# block 1

File: src/rtl/counter_4bit_if.sv
`timescale 1ns/1ps
// ----------------------------------------------------------------------------
// counter_4bit_if
// Groups the counter's data-side signals into one bundle.
//   en    : count enable, driven by the master (the user of the counter)
//   cout  : current count value, driven by the counter
//   tc    : terminal-count flag, driven by the counter
// Modports:
//   master : drives en, observes cout/tc
//   slave  : the counter itself; observes en, drives cout/tc
// ----------------------------------------------------------------------------
interface counter_4bit_if #(
  parameter int WIDTH = 4
);
  logic             en;
  logic [WIDTH-1:0] cout;
  logic             tc;

  modport master (output en, input cout, input tc);
  modport slave  (input en, output cout, output tc);
endinterface : counter_4bit_if

File: src/rtl/counter_4bit.sv
`timescale 1ns/1ps
// ----------------------------------------------------------------------------
// counter_4bit
// Synchronous up-counter with count enable and asynchronous active-low reset.
// Counts 0,1,...,MAXVAL,0,... on each rising clk edge while en is high and
// holds its value while en is low. The count is a register output; tc is a
// pure decode of that register, so nothing on the input side reaches an
// output without passing through a flop.
//
// Parameters:
//   WIDTH  : counter width in bits (1..32)
//   MAXVAL : terminal value, count wraps to 0 after it (defaults to all-ones)
// Ports:
//   clk : clock, all state changes on the rising edge
//   rst : asynchronous reset, active low (0 clears the count immediately)
//   bus : counter_4bit_if slave modport carrying en (in), cout/tc (out)
// ----------------------------------------------------------------------------
module counter_4bit #(
  parameter int               WIDTH  = 4,
  parameter logic [WIDTH-1:0] MAXVAL = {WIDTH{1'b1}}
) (
  input  logic         clk,
  input  logic         rst,
  counter_4bit_if.slave bus
);

  logic [WIDTH-1:0] count_q;
  logic             at_max;

  // Compare against MAXVAL instead of relying on natural binary overflow so
  // that non power-of-two terminal values (e.g. a decade counter) wrap right.
  assign at_max = (count_q == MAXVAL);

  // NOTE: the reset is in the sensitivity list so that rst falling clears the
  // count at once, without a clock edge; rst is active low, hence negedge.
  always_ff @(posedge clk or negedge rst) begin
    if (!rst) begin
      count_q <= '0;
    end else if (bus.en) begin
      // NOTE: state is updated with non-blocking assignments so every flop
      // samples pre-edge values, independent of block evaluation order.
      count_q <= at_max ? '0 : count_q + WIDTH'(1);
    end
  end

  assign bus.cout = count_q;
  assign bus.tc   = at_max;

endmodule : counter_4bit

File: src/flat_wrapper.sv
// flat-port wrapper written by rule: the top's interface ports become plain ports
module counter_4bit_flat 
#(
  parameter int               WIDTH  = 4,
  parameter logic [WIDTH-1:0] MAXVAL = {WIDTH{1'b1}}
)
  (clk, rst, bus_en, bus_cout, bus_tc);
  counter_4bit_if #(.WIDTH(WIDTH)) bus_i ();
  input  logic clk;
  input  logic rst;
  input wire logic [$bits(bus_i.en)-1:0] bus_en;
  output wire logic [$bits(bus_i.cout)-1:0] bus_cout;
  output wire logic [$bits(bus_i.tc)-1:0] bus_tc;
  assign bus_i.en = bus_en;
  assign bus_cout = bus_i.cout;
  assign bus_tc = bus_i.tc;
  counter_4bit #(.WIDTH(WIDTH), .MAXVAL(MAXVAL)) u_core (.clk(clk), .rst(rst), .bus(bus_i));
endmodule
File: config.mk
export PLATFORM = sky130hd
export DESIGN_NAME = counter_4bit_flat
export DESIGN_NICKNAME = d
export VERILOG_FILES = /design/src/rtl/counter_4bit_if.sv /design/src/rtl/counter_4bit.sv /design/src/flat_wrapper.sv
export SDC_FILE = /design/constraint.sdc
export NUM_CORES = 1
export LEC_CHECK = 0
export ABC_AREA = 1
export CAP_MARGIN = 25
export CORE_AREA = 3 3 40 42
export DETAILED_ROUTE_END_ITERATION = 7
export DIE_AREA = 0 0 43 45
export PLACE_DENSITY = 0.33
export SYNTH_ARGS = -nofsm -noshare
export SYNTH_HDL_FRONTEND = slang
export SYNTH_SLANG_ARGS = --single-unit
File: constraint.sdc
create_clock -name clk -period 2.95 [get_ports clk]
set_input_delay 0.295 -clock clk [delete_from_list [all_inputs] [get_ports clk]]
set_output_delay 0.295 -clock clk [all_outputs]
set_load 0.05 [all_outputs]
# block 2

**src/rtl/rv32i_types.sv**
```systemverilog
// Shared types for the RV32I pipeline control path.
// Latency: n/a (types only).
// Backpressure: n/a.
package rv32i_types;

    localparam int REG_IDX_W = 5;

    typedef enum logic {
        RUN   = 1'b0,
        DRAIN = 1'b1
    } pctrl_state_t;

    // Per-cycle pipeline-register control word produced by pipeline_ctrl.
    typedef struct packed {
        logic pc_en;
        logic if_id_en;
        logic id_ex_en;
        logic ex_mem_en;
        logic mem_wb_en;
        logic if_id_bubble;
        logic id_ex_bubble;
        logic mem_wb_bubble;
    } pipe_ctrl_t;

    localparam pipe_ctrl_t CTRL_FLOW  = '{pc_en: 1'b1, if_id_en: 1'b1, id_ex_en: 1'b1,
                                          ex_mem_en: 1'b1, mem_wb_en: 1'b1,
                                          if_id_bubble: 1'b0, id_ex_bubble: 1'b0,
                                          mem_wb_bubble: 1'b0};
    localparam pipe_ctrl_t CTRL_RESET = '{pc_en: 1'b0, if_id_en: 1'b0, id_ex_en: 1'b0,
                                          ex_mem_en: 1'b0, mem_wb_en: 1'b0,
                                          if_id_bubble: 1'b1, id_ex_bubble: 1'b1,
                                          mem_wb_bubble: 1'b1};

endpackage

```
**src/rtl/load_use_detect.sv**
```systemverilog
// Load-use hazard detect: ID reads a register that the load now in EX will write.
// Latency: purely combinational, same cycle.
// Backpressure: none; consumer (pipeline_ctrl) applies the stall.
module load_use_detect
    import rv32i_types::*;
(
    input  logic                 id_valid,
    input  logic [REG_IDX_W-1:0] id_rs1,
    input  logic [REG_IDX_W-1:0] id_rs2,
    input  logic                 id_uses_rs1,
    input  logic                 id_uses_rs2,
    input  logic                 ex_valid,
    input  logic                 ex_is_load,
    input  logic [REG_IDX_W-1:0] ex_rd,
    output logic                 load_use
);

    logic rs1_hit;
    logic rs2_hit;

    assign rs1_hit  = id_uses_rs1 && (id_rs1 == ex_rd);
    assign rs2_hit  = id_uses_rs2 && (id_rs2 == ex_rd);
    // x0 is hardwired zero, so a load targeting it never creates a dependency.
    assign load_use = id_valid && ex_valid && ex_is_load && (ex_rd != '0) && (rs1_hit || rs2_hit);

endmodule

```
**src/rtl/pipeline_ctrl.sv**
```systemverilog
// Stall/flush scheduler for the 5-stage pipeline; drops the wrong-path fetch after a redirect.
// Latency: enables/bubbles combinational in the same cycle; FSM and perf counters registered.
// Backpressure: D-cache miss freezes everything, I-cache miss bubbles IF/ID, load-use holds IF/ID.
//
// Ports: clk, rst (async active-low); ID/EX hazard fields, mispredict, imem/dmem handshake in;
// pc_en, per-stage *_en / *_bubble, redirect_pending out.
// Optional PIPELINE_CTRL_PERF_EN adds perf_stall_cnt, perf_bubble_cnt, perf_flush_cnt.
module pipeline_ctrl
    import rv32i_types::*;
(
    input  logic                 clk,
    input  logic                 rst,
    input  logic                 id_valid,
    input  logic [REG_IDX_W-1:0] id_rs1,
    input  logic [REG_IDX_W-1:0] id_rs2,
    input  logic                 id_uses_rs1,
    input  logic                 id_uses_rs2,
    input  logic                 ex_valid,
    input  logic                 ex_is_load,
    input  logic [REG_IDX_W-1:0] ex_rd,
    input  logic                 mispredict,
    input  logic                 imem_req,
    input  logic                 imem_resp,
    input  logic                 dmem_req,
    input  logic                 dmem_resp,
    output logic                 pc_en,
    output logic                 if_id_en,
    output logic                 id_ex_en,
    output logic                 ex_mem_en,
    output logic                 mem_wb_en,
    output logic                 if_id_bubble,
    output logic                 id_ex_bubble,
    output logic                 mem_wb_bubble,
    output logic                 redirect_pending
`ifdef PIPELINE_CTRL_PERF_EN
    ,
    output logic [31:0]          perf_stall_cnt,
    output logic [31:0]          perf_bubble_cnt,
    output logic [31:0]          perf_flush_cnt
`endif
);

    pctrl_state_t state_q;
    pctrl_state_t state_d;
    pipe_ctrl_t   ctrl;
    logic         load_use;
    logic         mem_stall;
    logic         imem_stall;
    logic         redirect;
    logic         draining;

    load_use_detect u_load_use_detect (
        .id_valid    (id_valid),
        .id_rs1      (id_rs1),
        .id_rs2      (id_rs2),
        .id_uses_rs1 (id_uses_rs1),
        .id_uses_rs2 (id_uses_rs2),
        .ex_valid    (ex_valid),
        .ex_is_load  (ex_is_load),
        .ex_rd       (ex_rd),
        .load_use    (load_use)
    );

    assign mem_stall  = dmem_req && !dmem_resp;
    assign imem_stall = imem_req && !imem_resp;
    // EX is frozen during a D-cache miss, so the mispredict is acted on once it clears.
    assign redirect   = mispredict && !mem_stall;
    assign draining   = (state_q == DRAIN);

    always_ff @(posedge clk or negedge rst) begin
        if (!rst) begin
            state_q <= RUN;
        end else begin
            state_q <= state_d;
        end
    end

    always_comb begin
        state_d = state_q;
        ctrl    = CTRL_FLOW;

        unique case (state_q)
            RUN:     if (redirect && imem_stall) state_d = DRAIN;
            // A newer redirect while draining just refreshes the target in the fetch
            // unit; the only exit is the wrong-path response, even under a D-cache freeze.
            DRAIN:   if (imem_resp) state_d = RUN;
            default: state_d = RUN;
        endcase

        if (mem_stall) begin
            ctrl               = '0;
            ctrl.mem_wb_bubble = 1'b1;
            ctrl.if_id_bubble  = draining;
        end else if (redirect) begin
            ctrl.if_id_bubble = 1'b1;
            ctrl.id_ex_bubble = 1'b1;
        end else if (load_use) begin
            // Load-use outranks an I-cache miss: IF/ID must hold the dependent instruction.
            ctrl.pc_en        = 1'b0;
            ctrl.if_id_en     = 1'b0;
            ctrl.id_ex_bubble = 1'b1;
            ctrl.if_id_bubble = draining;
        end else if (draining) begin
            // Whatever fetch data lands now is wrong-path; the response cycle launches the
            // redirected fetch.
            ctrl.pc_en        = imem_resp;
            ctrl.if_id_bubble = 1'b1;
        end else if (imem_stall) begin
            ctrl.pc_en        = 1'b0;
            ctrl.if_id_bubble = 1'b1;
        end

        if (!rst) begin
            ctrl = CTRL_RESET;
        end
    end

    assign pc_en            = ctrl.pc_en;
    assign if_id_en         = ctrl.if_id_en;
    assign id_ex_en         = ctrl.id_ex_en;
    assign ex_mem_en        = ctrl.ex_mem_en;
    assign mem_wb_en        = ctrl.mem_wb_en;
    assign if_id_bubble     = ctrl.if_id_bubble;
    assign id_ex_bubble     = ctrl.id_ex_bubble;
    assign mem_wb_bubble    = ctrl.mem_wb_bubble;
    assign redirect_pending = draining;

`ifdef PIPELINE_CTRL_PERF_EN
    // Count only load-use cycles that actually insert the bubble (not masked by a
    // freeze or a flush), so one hazard counts once.
    logic bubble_evt;
    assign bubble_evt = load_use && !mem_stall && !redirect;

    always_ff @(posedge clk or negedge rst) begin
        if (!rst) begin
            perf_stall_cnt  <= '0;
            perf_bubble_cnt <= '0;
            perf_flush_cnt  <= '0;
        end else begin
            if (mem_stall || imem_stall) perf_stall_cnt  <= perf_stall_cnt + 32'd1;
            if (bubble_evt)              perf_bubble_cnt <= perf_bubble_cnt + 32'd1;
            if (redirect)                perf_flush_cnt  <= perf_flush_cnt + 32'd1;
        end
    end
`endif

endmodule

```
**config.mk**
```make
export PLATFORM = sky130hd
export DESIGN_NAME = pipeline_ctrl
export DESIGN_NICKNAME = d
export VERILOG_FILES = /design/src/rtl/rv32i_types.sv /design/src/rtl/load_use_detect.sv /design/src/rtl/pipeline_ctrl.sv
export SDC_FILE = /design/constraint.sdc
export NUM_CORES = 1
export LEC_CHECK = 0
export ABC_AREA = 1
export CAP_MARGIN = 20
export CORE_AREA = 3 3 40 42
export DETAILED_ROUTE_END_ITERATION = 12
export DIE_AREA = 0 0 43 45
export DONT_BUFFER_PORTS = 1
export GPL_TIMING_DRIVEN = 0
export PLACE_DENSITY = 0.42
export REMOVE_ABC_BUFFERS = 1
export SETUP_SLACK_MARGIN = 0.4
export SLEW_MARGIN = 20
export SYNTH_ARGS = -nofsm -noshare
export SYNTH_HDL_FRONTEND = slang
export SYNTH_SLANG_ARGS = --single-unit
export TNS_END_PERCENT = 30
```
**constraint.sdc**
```tcl
create_clock -name clk -period 2.1 [get_ports clk]
set_input_delay 0.21 -clock clk [delete_from_list [all_inputs] [get_ports clk]]
set_output_delay 0.21 -clock clk [all_outputs]
set_load 0.02 [all_outputs]
```
# block 3

File: config.mk
export PLATFORM = sky130hd
export DESIGN_NAME = seg7_scan_ctrl
export DESIGN_NICKNAME = d
export VERILOG_FILES = /design/src/rtl/seg7_scan_ctrl.sv
export SDC_FILE = /design/constraint.sdc
export NUM_CORES = 1
export LEC_CHECK = 0
export ABC_CLOCK_PERIOD_IN_PS = 2800
export CORE_MARGIN = 2
export CORE_UTILIZATION = 56
export DETAILED_ROUTE_END_ITERATION = 6
export DONT_BUFFER_PORTS = 1
export PLACE_DENSITY = 0.71
export RECOVER_POWER = 25
export SYNTH_ARGS = -nofsm -noshare
export SYNTH_HDL_FRONTEND = slang
export SYNTH_SLANG_ARGS = --single-unit
File: constraint.sdc
create_clock -name clk -period 2.8 [get_ports clk]
set_input_delay 0.56 -clock clk [delete_from_list [all_inputs] [get_ports clk]]
set_output_delay 0.56 -clock clk [all_outputs]
set_load 0.02 [all_outputs]
File: src/rtl/seg7_scan_ctrl.sv
// Time-multiplexed 7-segment scan controller. Each digit gets one refresh slot,
// and each slot opens with an all-anodes-off dead time to avoid ghosting.
module seg7_scan_ctrl #(
    parameter int REFRESH_DIV  = 100000,
    parameter int BLANK_CYCLES = 1000,
    parameter int NUM_DIGITS   = 2
) (
    input  logic       clk,
    input  logic       reset,
    input  logic       enable,
    input  logic [3:0] blank_mask,
    output logic [1:0] select,
    output logic [3:0] an,
    output logic       slot_tick
);
    localparam int CW = (REFRESH_DIV > 2) ? $clog2(REFRESH_DIV) : 1;
    localparam logic [CW-1:0] CNT_LAST  = CW'(REFRESH_DIV - 1);
    localparam logic [CW-1:0] BLANK_END = CW'(BLANK_CYCLES);
    localparam logic [1:0]    SEL_LAST  = 2'(NUM_DIGITS - 1);

    generate
        if (REFRESH_DIV < 2 || BLANK_CYCLES < 0 || BLANK_CYCLES > REFRESH_DIV - 1 ||
            NUM_DIGITS < 1 || NUM_DIGITS > 4) begin : g_param_check
            $error("seg7_scan_ctrl: parameter out of range");
        end
    endgenerate

    typedef enum logic {PH_BLANK, PH_ON} phase_t;
    localparam phase_t RESET_PH = (BLANK_CYCLES == 0) ? PH_ON : PH_BLANK;

    phase_t          state_reg, state_next;
    logic [CW-1:0]   cnt_reg, cnt_next;
    logic [1:0]      sel_reg, sel_next;
    logic [3:0]      an_reg, an_next;
    logic            tick_reg, wrap;

    always_comb begin
        cnt_next   = cnt_reg;
        sel_next   = sel_reg;
        state_next = state_reg;
        wrap       = 1'b0;
        if (enable) begin
            wrap = (cnt_reg == CNT_LAST);
            if (wrap) begin
                cnt_next = '0;
                sel_next = (sel_reg == SEL_LAST) ? 2'd0 : sel_reg + 2'd1;
            end else begin
                cnt_next = cnt_reg + 1'b1;
            end
            // Phase follows the count value that will be live after this edge.
            state_next = (BLANK_CYCLES != 0 && cnt_next < BLANK_END) ? PH_BLANK : PH_ON;
        end
    end

    genvar gi;
    generate
        for (gi = 0; gi < 4; gi++) begin : g_anode
            if (gi < NUM_DIGITS) begin : g_used
                assign an_next[gi] = !(enable && state_next == PH_ON &&
                                       sel_next == 2'(gi) && !blank_mask[gi]);
            end else begin : g_unused
                assign an_next[gi] = 1'b1;
            end
        end
    endgenerate

    always_ff @(posedge clk) begin
        if (reset) begin
            cnt_reg   <= '0;
            sel_reg   <= 2'd0;
            an_reg    <= 4'b1111;
            tick_reg  <= 1'b0;
            state_reg <= RESET_PH;
        end else begin
            cnt_reg   <= cnt_next;
            sel_reg   <= sel_next;
            an_reg    <= an_next;
            tick_reg  <= wrap;
            state_reg <= state_next;
        end
    end

    assign select    = sel_reg;
    assign an        = an_reg;
    assign slot_tick = tick_reg;
endmodule

# block 4

===== src/rtl/sdram_init_seq_pkg.sv =====
`default_nettype none
// ============================================================================
//  Module      : sdram_init_seq_pkg
//  Description : Shared SDRAM definitions: command encodings on
//                {cs_n, ras_n, cas_n, we_n}, init FSM state codes, the
//                default mode-register word and a small sizing helper.
//                The rd/wr controller imports the same definitions.
//  Ports       : none (package)
//  Revision    : 1.0  initial release
// ============================================================================
package sdram_init_seq_pkg;

  // Command encodings {cs_n, ras_n, cas_n, we_n}
  localparam logic [3:0] CMD_NOP = 4'b0111;
  localparam logic [3:0] CMD_PRE = 4'b0010;
  localparam logic [3:0] CMD_REF = 4'b0001;
  localparam logic [3:0] CMD_MRS = 4'b0000;
  localparam logic [3:0] CMD_INH = 4'b1111;

  // Init FSM state codes
  localparam int         STATE_W  = 3;
  localparam logic [2:0] ST_WAIT  = 3'd0;
  localparam logic [2:0] ST_PRE   = 3'd1;
  localparam logic [2:0] ST_PRE_W = 3'd2;
  localparam logic [2:0] ST_REF   = 3'd3;
  localparam logic [2:0] ST_REF_W = 3'd4;
  localparam logic [2:0] ST_MRS   = 3'd5;
  localparam logic [2:0] ST_MRS_W = 3'd6;
  localparam logic [2:0] ST_DONE  = 3'd7;

  // CAS latency 3, sequential burst, burst length 4
  localparam logic [12:0] DEFAULT_MODE_REG = 13'h032;

  // PRECHARGE ALL uses addr[10]=1, all other bits 0
  localparam logic [12:0] C_ADDR_PRE_ALL = 13'h0400;

  function automatic int max2(input int a, input int b);
    return (a > b) ? a : b;
  endfunction

endpackage : sdram_init_seq_pkg
`default_nettype wire


===== src/rtl/sdram_init_seq.sv =====
`default_nettype none
// ============================================================================
//  Module      : sdram_init_seq
//  Description : SDRAM power-up initialisation sequencer (133 MHz domain).
//                After reset release: T_WAIT NOP cycles with CKE high,
//                PRECHARGE ALL, REF_COUNT x AUTO REFRESH, LOAD MODE
//                REGISTER, then init_done (sticky until reset). Every
//                reset replays the whole sequence from a full T_WAIT.
//  Ports       : clk_133     in   SDRAM clock
//                rst_n       in   synchronous active-low reset
//                sdram_cke   out  clock enable
//                sdram_cs_n  out  chip select
//                sdram_ras_n out  row strobe
//                sdram_cas_n out  column strobe
//                sdram_we_n  out  write enable
//                sdram_ba    out  bank address [1:0]
//                sdram_addr  out  address / mode word [12:0]
//                init_done   out  sequence complete
//  Revision    : 1.0  initial release
// ============================================================================
module sdram_init_seq
  import sdram_init_seq_pkg::*;
#(
  parameter int          T_WAIT    = 26600,
  parameter int          T_RP      = 3,
  parameter int          T_RFC     = 9,
  parameter int          REF_COUNT = 8,
  parameter int          T_MRD     = 2,
  parameter logic [12:0] MODE_REG  = DEFAULT_MODE_REG
) (
  input  logic        clk_133,
  input  logic        rst_n,
  output logic        sdram_cke,
  output logic        sdram_cs_n,
  output logic        sdram_ras_n,
  output logic        sdram_cas_n,
  output logic        sdram_we_n,
  output logic [1:0]  sdram_ba,
  output logic [12:0] sdram_addr,
  output logic        init_done
);

  localparam int CNT_MAX = max2(max2(T_WAIT, T_RP), max2(T_RFC, T_MRD));
  localparam int CNT_W   = $clog2(CNT_MAX + 1);
  localparam int REF_W   = $clog2(REF_COUNT + 1);

  // The delay counter holds the number of cycles spent in the current
  // state, counting the current one. It is 1 on entry to every state and
  // 0 under reset, so the first post-reset WAIT cycle brings it to 1.
  localparam logic [CNT_W-1:0] C_CNT_ONE  = CNT_W'(1);
  localparam logic [CNT_W-1:0] C_WAIT_END = CNT_W'(T_WAIT);
  localparam logic [CNT_W-1:0] C_RP_END   = CNT_W'(T_RP - 1);
  localparam logic [CNT_W-1:0] C_RFC_END  = CNT_W'(T_RFC - 1);
  localparam logic [CNT_W-1:0] C_MRD_END  = CNT_W'(T_MRD - 1);
  localparam logic [REF_W-1:0] C_REF_ONE  = REF_W'(1);
  localparam logic [REF_W-1:0] C_REF_LAST = REF_W'(REF_COUNT);

  logic [STATE_W-1:0] r_state;
  logic [CNT_W-1:0]   r_cnt;
  logic [REF_W-1:0]   r_ref;

  logic [STATE_W-1:0] w_state_nxt;
  logic [CNT_W-1:0]   w_cnt_nxt;
  logic [REF_W-1:0]   w_ref_nxt;

  logic               w_cke;
  logic [3:0]         w_cmd;
  logic [1:0]         w_ba;
  logic [12:0]        w_addr;
  logic               w_done;

  // --------------------------------------------------------------------
  // State, counters and output registers
  // --------------------------------------------------------------------
  always_ff @(posedge clk_133) begin
    if (!rst_n) begin
      r_state     <= ST_WAIT;
      r_cnt       <= '0;
      r_ref       <= '0;
      sdram_cke   <= 1'b0;
      {sdram_cs_n, sdram_ras_n, sdram_cas_n, sdram_we_n} <= CMD_INH;
      sdram_ba    <= 2'b00;
      sdram_addr  <= 13'h0000;
      init_done   <= 1'b0;
    end else begin
      r_state     <= w_state_nxt;
      r_cnt       <= w_cnt_nxt;
      r_ref       <= w_ref_nxt;
      sdram_cke   <= w_cke;
      {sdram_cs_n, sdram_ras_n, sdram_cas_n, sdram_we_n} <= w_cmd;
      sdram_ba    <= w_ba;
      sdram_addr  <= w_addr;
      init_done   <= w_done;
    end
  end

  // --------------------------------------------------------------------
  // Next-state logic
  // --------------------------------------------------------------------
  // After each refresh (REF when T_RFC=1, otherwise the end of REF_W) the
  // refresh count picks another REF or moves on to MRS. The count is
  // bumped on entry to REF, so it already includes the refresh just issued.
  always_comb begin
    w_state_nxt = r_state;
    w_cnt_nxt   = r_cnt + C_CNT_ONE;
    w_ref_nxt   = r_ref;
    case (r_state)
      ST_WAIT: begin
        if (r_cnt == C_WAIT_END) begin
          w_state_nxt = ST_PRE;
          w_cnt_nxt   = C_CNT_ONE;
        end
      end
      ST_PRE: begin
        w_cnt_nxt = C_CNT_ONE;
        if (T_RP > 1) begin
          w_state_nxt = ST_PRE_W;
        end else begin
          w_state_nxt = ST_REF;
          w_ref_nxt   = r_ref + C_REF_ONE;
        end
      end
      ST_PRE_W: begin
        if (r_cnt == C_RP_END) begin
          w_state_nxt = ST_REF;
          w_cnt_nxt   = C_CNT_ONE;
          w_ref_nxt   = r_ref + C_REF_ONE;
        end
      end
      ST_REF, ST_REF_W: begin
        if ((r_state == ST_REF) && (T_RFC > 1)) begin
          w_state_nxt = ST_REF_W;
          w_cnt_nxt   = C_CNT_ONE;
        end else if ((r_state == ST_REF) || (r_cnt == C_RFC_END)) begin
          w_cnt_nxt = C_CNT_ONE;
          if (r_ref == C_REF_LAST) begin
            w_state_nxt = ST_MRS;
          end else begin
            w_state_nxt = ST_REF;
            w_ref_nxt   = r_ref + C_REF_ONE;
          end
        end
      end
      ST_MRS: begin
        if (T_MRD > 1) begin
          w_state_nxt = ST_MRS_W;
          w_cnt_nxt   = C_CNT_ONE;
        end else begin
          w_state_nxt = ST_DONE;
          w_cnt_nxt   = '0;
        end
      end
      ST_MRS_W: begin
        if (r_cnt == C_MRD_END) begin
          w_state_nxt = ST_DONE;
          w_cnt_nxt   = '0;
        end
      end
      ST_DONE: begin
        // Parked: the counter is held so it can never wrap.
        w_cnt_nxt = '0;
      end
      default: begin
        w_state_nxt = ST_WAIT;
        w_cnt_nxt   = '0;
        w_ref_nxt   = '0;
      end
    endcase
  end

  // --------------------------------------------------------------------
  // Output decode
  // --------------------------------------------------------------------
  // Decoded from the next state so the registered pins line up with the
  // state entered on the same edge: a command appears exactly on its edge.
  always_comb begin
    w_cke  = 1'b1;
    w_cmd  = CMD_NOP;
    w_ba   = 2'b00;
    w_addr = 13'h0000;
    w_done = 1'b0;
    case (w_state_nxt)
      ST_PRE: begin
        w_cmd  = CMD_PRE;
        w_addr = C_ADDR_PRE_ALL;
      end
      ST_REF: begin
        w_cmd = CMD_REF;
      end
      ST_MRS: begin
        w_cmd  = CMD_MRS;
        w_addr = MODE_REG;
      end
      ST_DONE: begin
        w_done = 1'b1;
      end
      default: begin
        w_cmd = CMD_NOP;
      end
    endcase
  end

endmodule : sdram_init_seq
`default_nettype wire


===== config.mk =====
export PLATFORM = sky130hd
export DESIGN_NAME = sdram_init_seq
export DESIGN_NICKNAME = d
export VERILOG_FILES = /design/src/rtl/sdram_init_seq_pkg.sv /design/src/rtl/sdram_init_seq.sv
export SDC_FILE = /design/constraint.sdc
export NUM_CORES = 1
export LEC_CHECK = 0
export CAP_MARGIN = 20
export CORE_MARGIN = 4
export CORE_UTILIZATION = 48
export DETAILED_ROUTE_END_ITERATION = 8
export PLACE_DENSITY = 0.72
export SYNTH_ARGS = -nofsm -noshare
export SYNTH_HDL_FRONTEND = slang
export SYNTH_SLANG_ARGS = --single-unit

===== constraint.sdc =====
create_clock -name clk_133 -period 1.8 [get_ports clk_133]
set_input_delay 0.36 -clock clk_133 [delete_from_list [all_inputs] [get_ports clk_133]]
set_output_delay 0.36 -clock clk_133 [all_outputs]
set_load 0.01 [all_outputs]

**Block 3: register map, names as in the netlist**

Scale bar: 20 um.
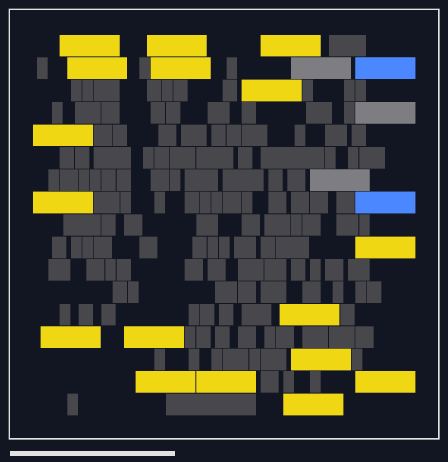
Key: yellow = cnt_reg [sequential cells 17, where all over the die]; blue = an [sequential cells 2]
Another 3 sequential cells are not coloured.
Reg area: 440 um2
post-route core utilization: 60.5%
sequential power: 318 uW
Seq/total area: 33.2%

==> impl_metrics.csv, block 3 <==
group,metric,value,unit
placed_design,dp_hpwl,1.90,mm
final_timing,final-setup-viol-count,0,
flow_run,maxCapViolCount,0,
final_timing,slew_viol_final,0,
synth,synthTopCellsByCount,"nor2_1, dfxtp_1, nand2_1",
die,dieArea,0.00270,mm2
final_timing,fin_hold_ws,293,ps
die,die_x,51.9,um
placed_design,place_congestion,0.856,
finish,fillers,211,
global_routing,antenna_found_initial,0,
clock_tree,cts_hold_buf,0,
run_status,status,"finished clean",
min_path,hold_path.class,"in -> reg",
min_path,hp-start,"reset",
routing,via_count,1181,
routing,drtPass1Iterations,4,
block 3: power breakdown:
part | switching, mW | leakage (nW) | internal [mW]
combinational | 0.0100 | 0.241 | 0.00512
clock | 0.103 | 0.0279 | 0.145
sequential | 0.00290 | 0.178 | 0.315
total | 0.116 | 0.446 | 0.465
block 3: cells by family (layout without fill, tap and decap cells):
family / Yosys count / after routing
xor+xnor: 11 / 11
flops: 22 / 22
fa+ha+maj: 1 / 1
buf+inv: 17 / 11
other cells: 1 / 2
compound gates: 29 / 29
mux: 2 / 2
simple gates: 84 / 84
block 3: final cells by class:
cell class	count	area, um2	area share [%]
timing repair buffer	1	7.51	0.566
tap	28	35.0	2.64
sequential	22	440	33.2
inverter	6	22.5	1.70
clock inverter	1	30.0	2.26
clock buffer	3	22.5	1.70
multi-input combinational	129	768	57.9
block 3: worst max-delay path, cell delays in order (launching register included):
cell	delay, ps
dfxtp_1	430
ha_1	270
nand4_2	250
nor4_2	550
mux2_2	390
a221oi_1	280
o21ai_0	180
nand2_1	100
block 3: per-layer routing:
layer  part of all wire, %  track usage, %  up-vias
met5                     0               0        -
met4                   1.4            8.77        0
met3                   5.5            3.45        5
met2                    48            37.6       39
met1                    45            29.1      565
li1                      -               -      572
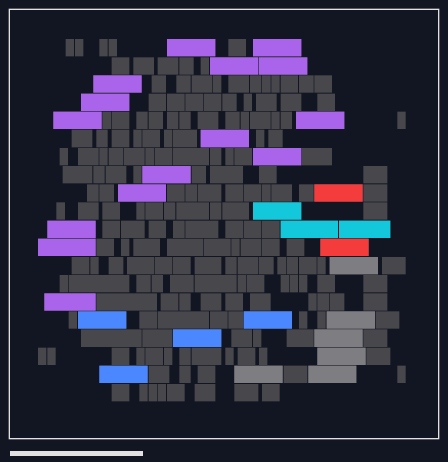
**Above:** block 4 (register map, names as in the netlist).
Scale bar: 20 um.
Key: red = sdram_addr [sequential cells 2]; purple = r_cnt [sequential cells 15]; cyan = r_state [sequential cells 3]; blue = r_ref [sequential cells 4]
Another 6 sequential cells are not coloured.
Seq/total area: 30.1%
sequential power: 677 uW
post-route core utilization: 67.1%

==> impl_metrics.csv, block 4 <==
group,metric,value,unit
pwr,power_density,591,mW/mm2
worst_setup_path,reg2reg_slack,-170,ps
worst_setup_path,cp.required,2040,ps
die,io_pins,23,
clock_tree,post_cts_buffers,3,
finish,fin_cells,261,
finish,combGateArea,888,um2
worst_setup_path,crit_fanout,5,
routing,finalWirelength,3.58,mm
global_routing,grt_pass1_vias,1239,
die,fp_util,50.0,%
final_timing,fmax,509,MHz
global_routing,met3_usage,4.75,%
final_timing,setup_ws,-166,ps
worst_setup_path,reg2reg_to,"r_ref[2]",
die,nWellTaps,44,
run_status,violations,"negative setup slack",
synth,ys.flops,30,
clock_tree,cts_hold_buf,0,
worst_setup_path,worstSetupPathDepth,6,
clock_tree,cts_tree,"built",
run_status,status,"finished with violations",
final_timing,final-setup-viol-count,23,
block 4: registers in the layout (all words and copies together), names as in the netlist:
name / cells
init_done: 1
r_cnt: 15
r_ref: 4
r_state: 3
sdram_addr: 2
sdram_cas_n: 1
sdram_cke: 1
sdram_cs_n: 1
sdram_ras_n: 1
sdram_we_n: 1
block 4: stage by stage:
| step | power (mW) | hold slack (ps) | TNS [ps] | instance area (um2) |
|---|---|---|---|---|
| CTS | 1.19 | 532 | -342 | 1900 |
| global route | 1.25 | 574 | -2850 | 2030 |
| global placement | 0.770 | 494 | -279 | 1810 |
| floorplan | 0.760 | 388 | -142 | 1570 |
| finish | 1.20 | 531 | -1440 | 2030 |
| detailed placement | 0.774 | 505 | -1100 | 1810 |
block 4: cells by family (layout without fill, tap and decap cells):
family / after synthesis / in the layout / share of synthesized area, %
flops: 30 / 30 / 39.7
compound gates: 17 / 17 / 9.35
xor+xnor: 16 / 16 / 9.26
fa+ha+maj: 6 / 6 / 4.96
other cells: 1 / 11 / 0.248
simple gates: 74 / 75 / 24.5
buf+inv: 28 / 62 / 12.0
block 4: power breakdown:
part           internal [mW]  switching, mW
clock                  0.187          0.242
sequential             0.670        0.00639
combinational         0.0420         0.0530
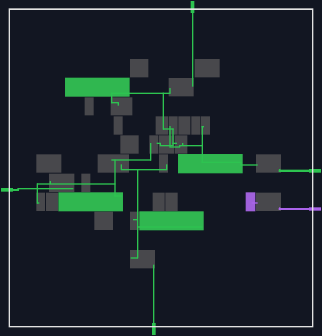
**Above:** block 1 (I/O nets highlighted).
Key: green = bus_cout [bits 4, direction output, edge 1 bottom, 1 left, 1 top, 1 right, end cells 4, buffers 4, wire 136 um]; purple = bus_tc [bits 1, direction output, edge right, end cells 1, buffers 1, wire 5.20 um]
PortBufs: 7
Ports: 8

==> impl_metrics.csv, block 1 <==
group,metric,value,unit
finish,final_core_util,24.1,%
final_timing,fin_hold_ws,274,ps
synth,synth_warnings,0,
worst_setup_path,reg2reg_slack,1920,ps
pwr,leakagePower,0.146,nW
worst_setup_path,reg2reg_to,"u_core.bus.cout[2]",
global_routing,gr-usage-all-layers,6.02,%
pwr,comb-power,184,uW
routing,viasPerCell,3.69,
finish,antennaDiodeCount,0,
placed_design,place_congestion,0.688,
final_timing,worstMarginPinSlew,496,ps
routing,highest_layer,"met4",
run_status,status,"finished clean",
finish,syn2layout_area_growth,56.0,%
placed_design,dp_hpwl,335,um
final_timing,rsz0062_at_grt,"no",
==> block 1: Yosys cell counts, drive strengths merged <==
master / number
dfrtp: 4
xor2: 1
o21ai: 3
nor2: 1
nand3: 3
ha: 1
nand2: 6
inv: 5
==> block 1: worst reg2reg max path: stages (launching register included) <==
cell,delay (ps)
dfrtp_1,400
ha_1,250
nand2_1,80
xor2_1,150
inv_1,50
==> block 1: final cells by class <==
| type | count | area, um2 |
|---|---|---|
| Multi-Input combinational cell | 15 | 80.1 |
| Fill cell | 148 | 975 |
| Sequential cell | 4 | 100 |
| Tap cell | 15 | 18.8 |
| Clock buffer | 3 | 22.5 |
| Inverter | 5 | 18.8 |
| Timing Repair Buffer | 7 | 70.1 |
==> block 1: through the flow <==
step / instance area, um2 / cells
after floorplan: 199 / 24
after global placement: 288 / 46
after detailed placement: 288 / 46
after CTS: 310 / 49
after global routing: 310 / 49
final: 310 / 49
==> block 1: routing by layer <==
| metal | vias to the layer above | track usage (%) |
|---|---|---|
| met1 | 79 | 7.06 |
| li1 | 95 | - |
| met2 | 5 | 6.59 |
| met4 | 0 | 7.23 |
| met3 | 2 | 3.59 |
| met5 | - | 0 |
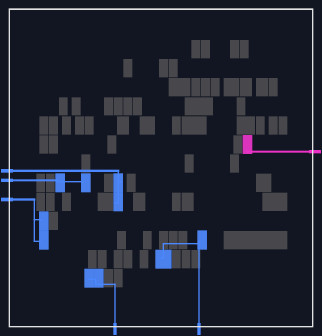
**Above:** block 2 (I/O nets highlighted).
Key: blue = id_rs1 [bits 5, direction input, edge 3 left, 2 bottom, end cells 10, buffers 0, wire 71.4 um]; magenta = if_id_bubble [bits 1, direction output, edge right, end cells 1, buffers 0, wire 9.10 um]
Ports: 36
PortBufs: 0

==> impl_metrics.csv, block 2 <==
group,metric,value,unit
clock_tree,clkLatencyLatePin,0,ps
routing,first_iter_violations,8,
finish,final_cell_mix,"nand2_1, inv_1, nor2_1",
global_routing,grt_pass1_vias,368,
die,fp-row-count,13,
routing,drtPass1Iterations,3,
synth,synthDistinctLibCells,15,
finish,top_area_cell_class,"multi-input combinational cells",
placed_design,postPlaceCellArea,393,um2
placed_design,place_congestion,0.725,
final_timing,final.setup_skew,0,ps
worst_setup_path,critical_path.top_delay_family,"simple AND/OR/NAND/NOR gates",
worst_setup_path,cp_num_buf_inv,2,
worst_setup_path,crit_fanout,3,
clock_tree,ctsResizeCount,0,
worst_setup_path,path_class,"in -> out",
flow_run,maxCapViolCount,0,
die,die_x,43,um
final_timing,worstMarginPinSlew,371,ps
final_timing,finalCritPeriodShare,60.7,%
worst_setup_path,slowest_delay,300,ps
final_timing,maxSlewHeadroom,75.2,%
run_status,status,"finished clean",
-- block 2: stage by stage --
step | util (%) | hold slack [ps]
floorplan | - | -85.6
global placement | 29.4 | -85.5
detailed placement | 30.6 | -85.5
CTS | 31.4 | 433
global route | 31.4 | 444
finish | 31.4 | 430
-- block 2: power by group --
part | internal, mW | switching (mW) | leakage [nW] | total, mW
clock network | 0 | 0 | 0 | 0
registers | 0.0210 | 0.00304 | 0.0133 | 0.0240
logic | 0.0234 | 0.0451 | 0.269 | 0.0686
total | 0.0444 | 0.0482 | 0.282 | 0.0926
-- block 2: logic make-up (layout without fill, tap and decap cells) --
| group | Yosys count | count (layout) | share of synthesized area, % |
|---|---|---|---|
| and+or+nand+nor | 54 | 54 | 59.9 |
| buffers and inverters | 23 | 24 | 25.1 |
| AOI/OAI and AO/OA | 5 | 5 | 8.36 |
| DFF | 1 | 1 | 6.69 |
-- block 2: per-layer routing --
| layer | vias up | track usage [%] |
|---|---|---|
| met3 | 0 | 1.59 |
| li1 | 241 | - |
| met4 | 0 | 0 |
| met5 | - | 0 |
| met1 | 168 | 9.55 |
| met2 | 19 | 18.3 |


## Gallery

Clock nets.
picture 1
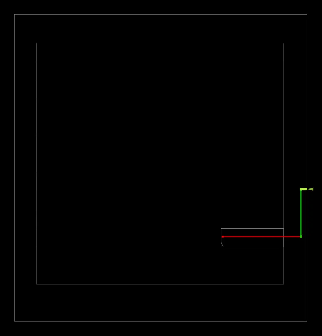
picture 2
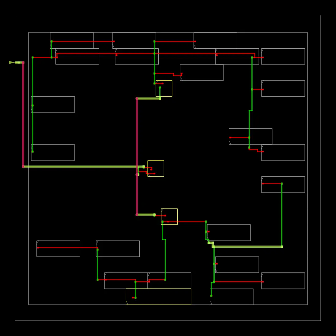
picture 3
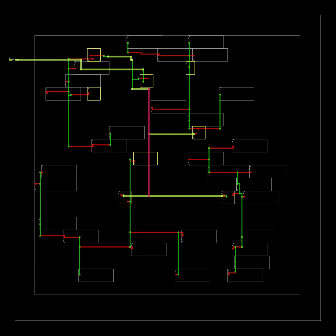
picture 4
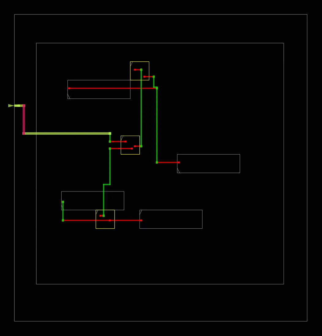
For block 2, see picture 1.
For block 1, see picture 4.
For block 4, see picture 3.
For block 3, see picture 2.


==> notes/layouts.md <==
Pictures saved along the way, in no particular order.

Cell sizes after repair.
(a)
Scale bar: 10 um.
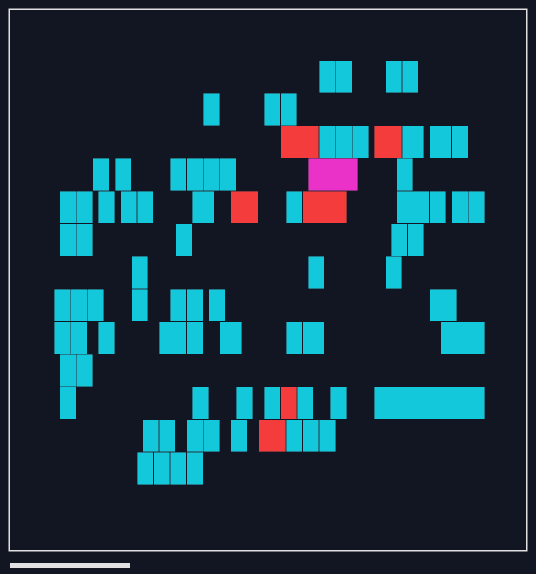
(b)
Scale bar: 20 um.
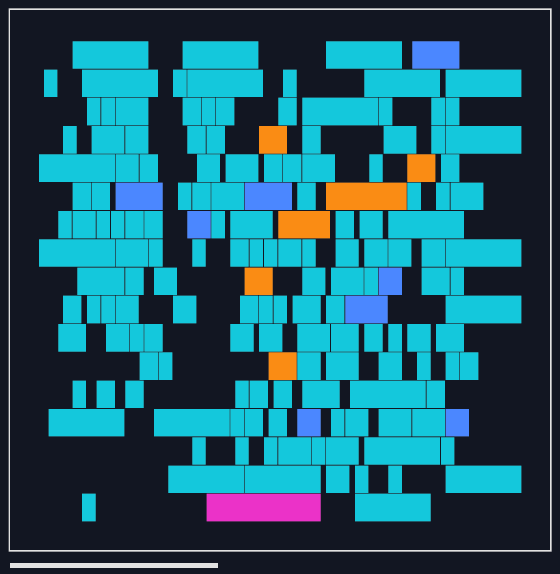
(c)
Scale bar: 10 um.
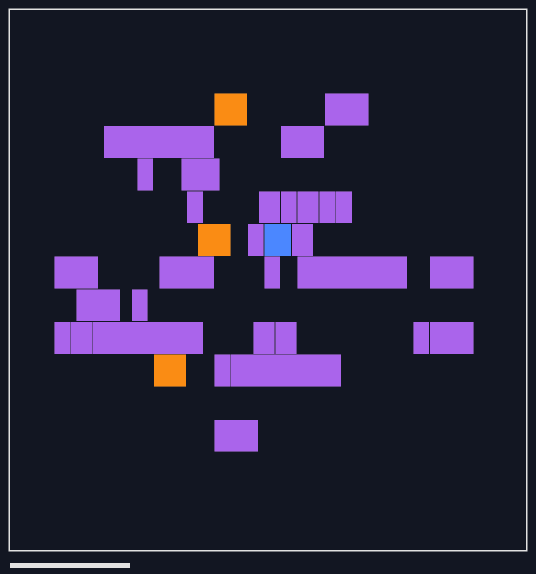
(d)
Scale bar: 20 um.
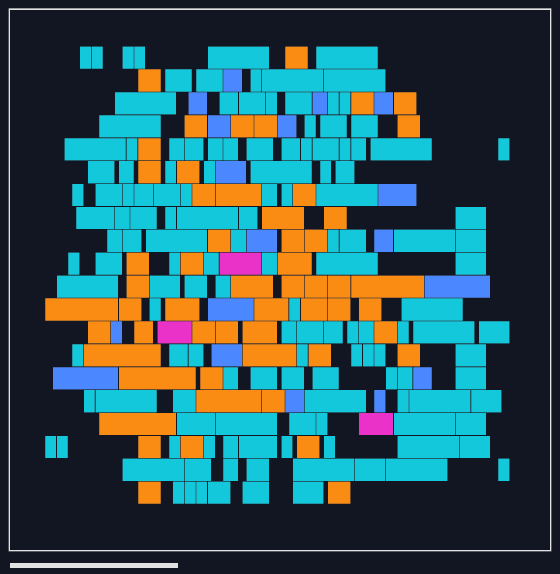
(d): block 4
(c): block 1
(b): block 3
(a): block 2
- fewest cells: (c)
- most cells: (d)

Power and IR drop assume default switching activity.
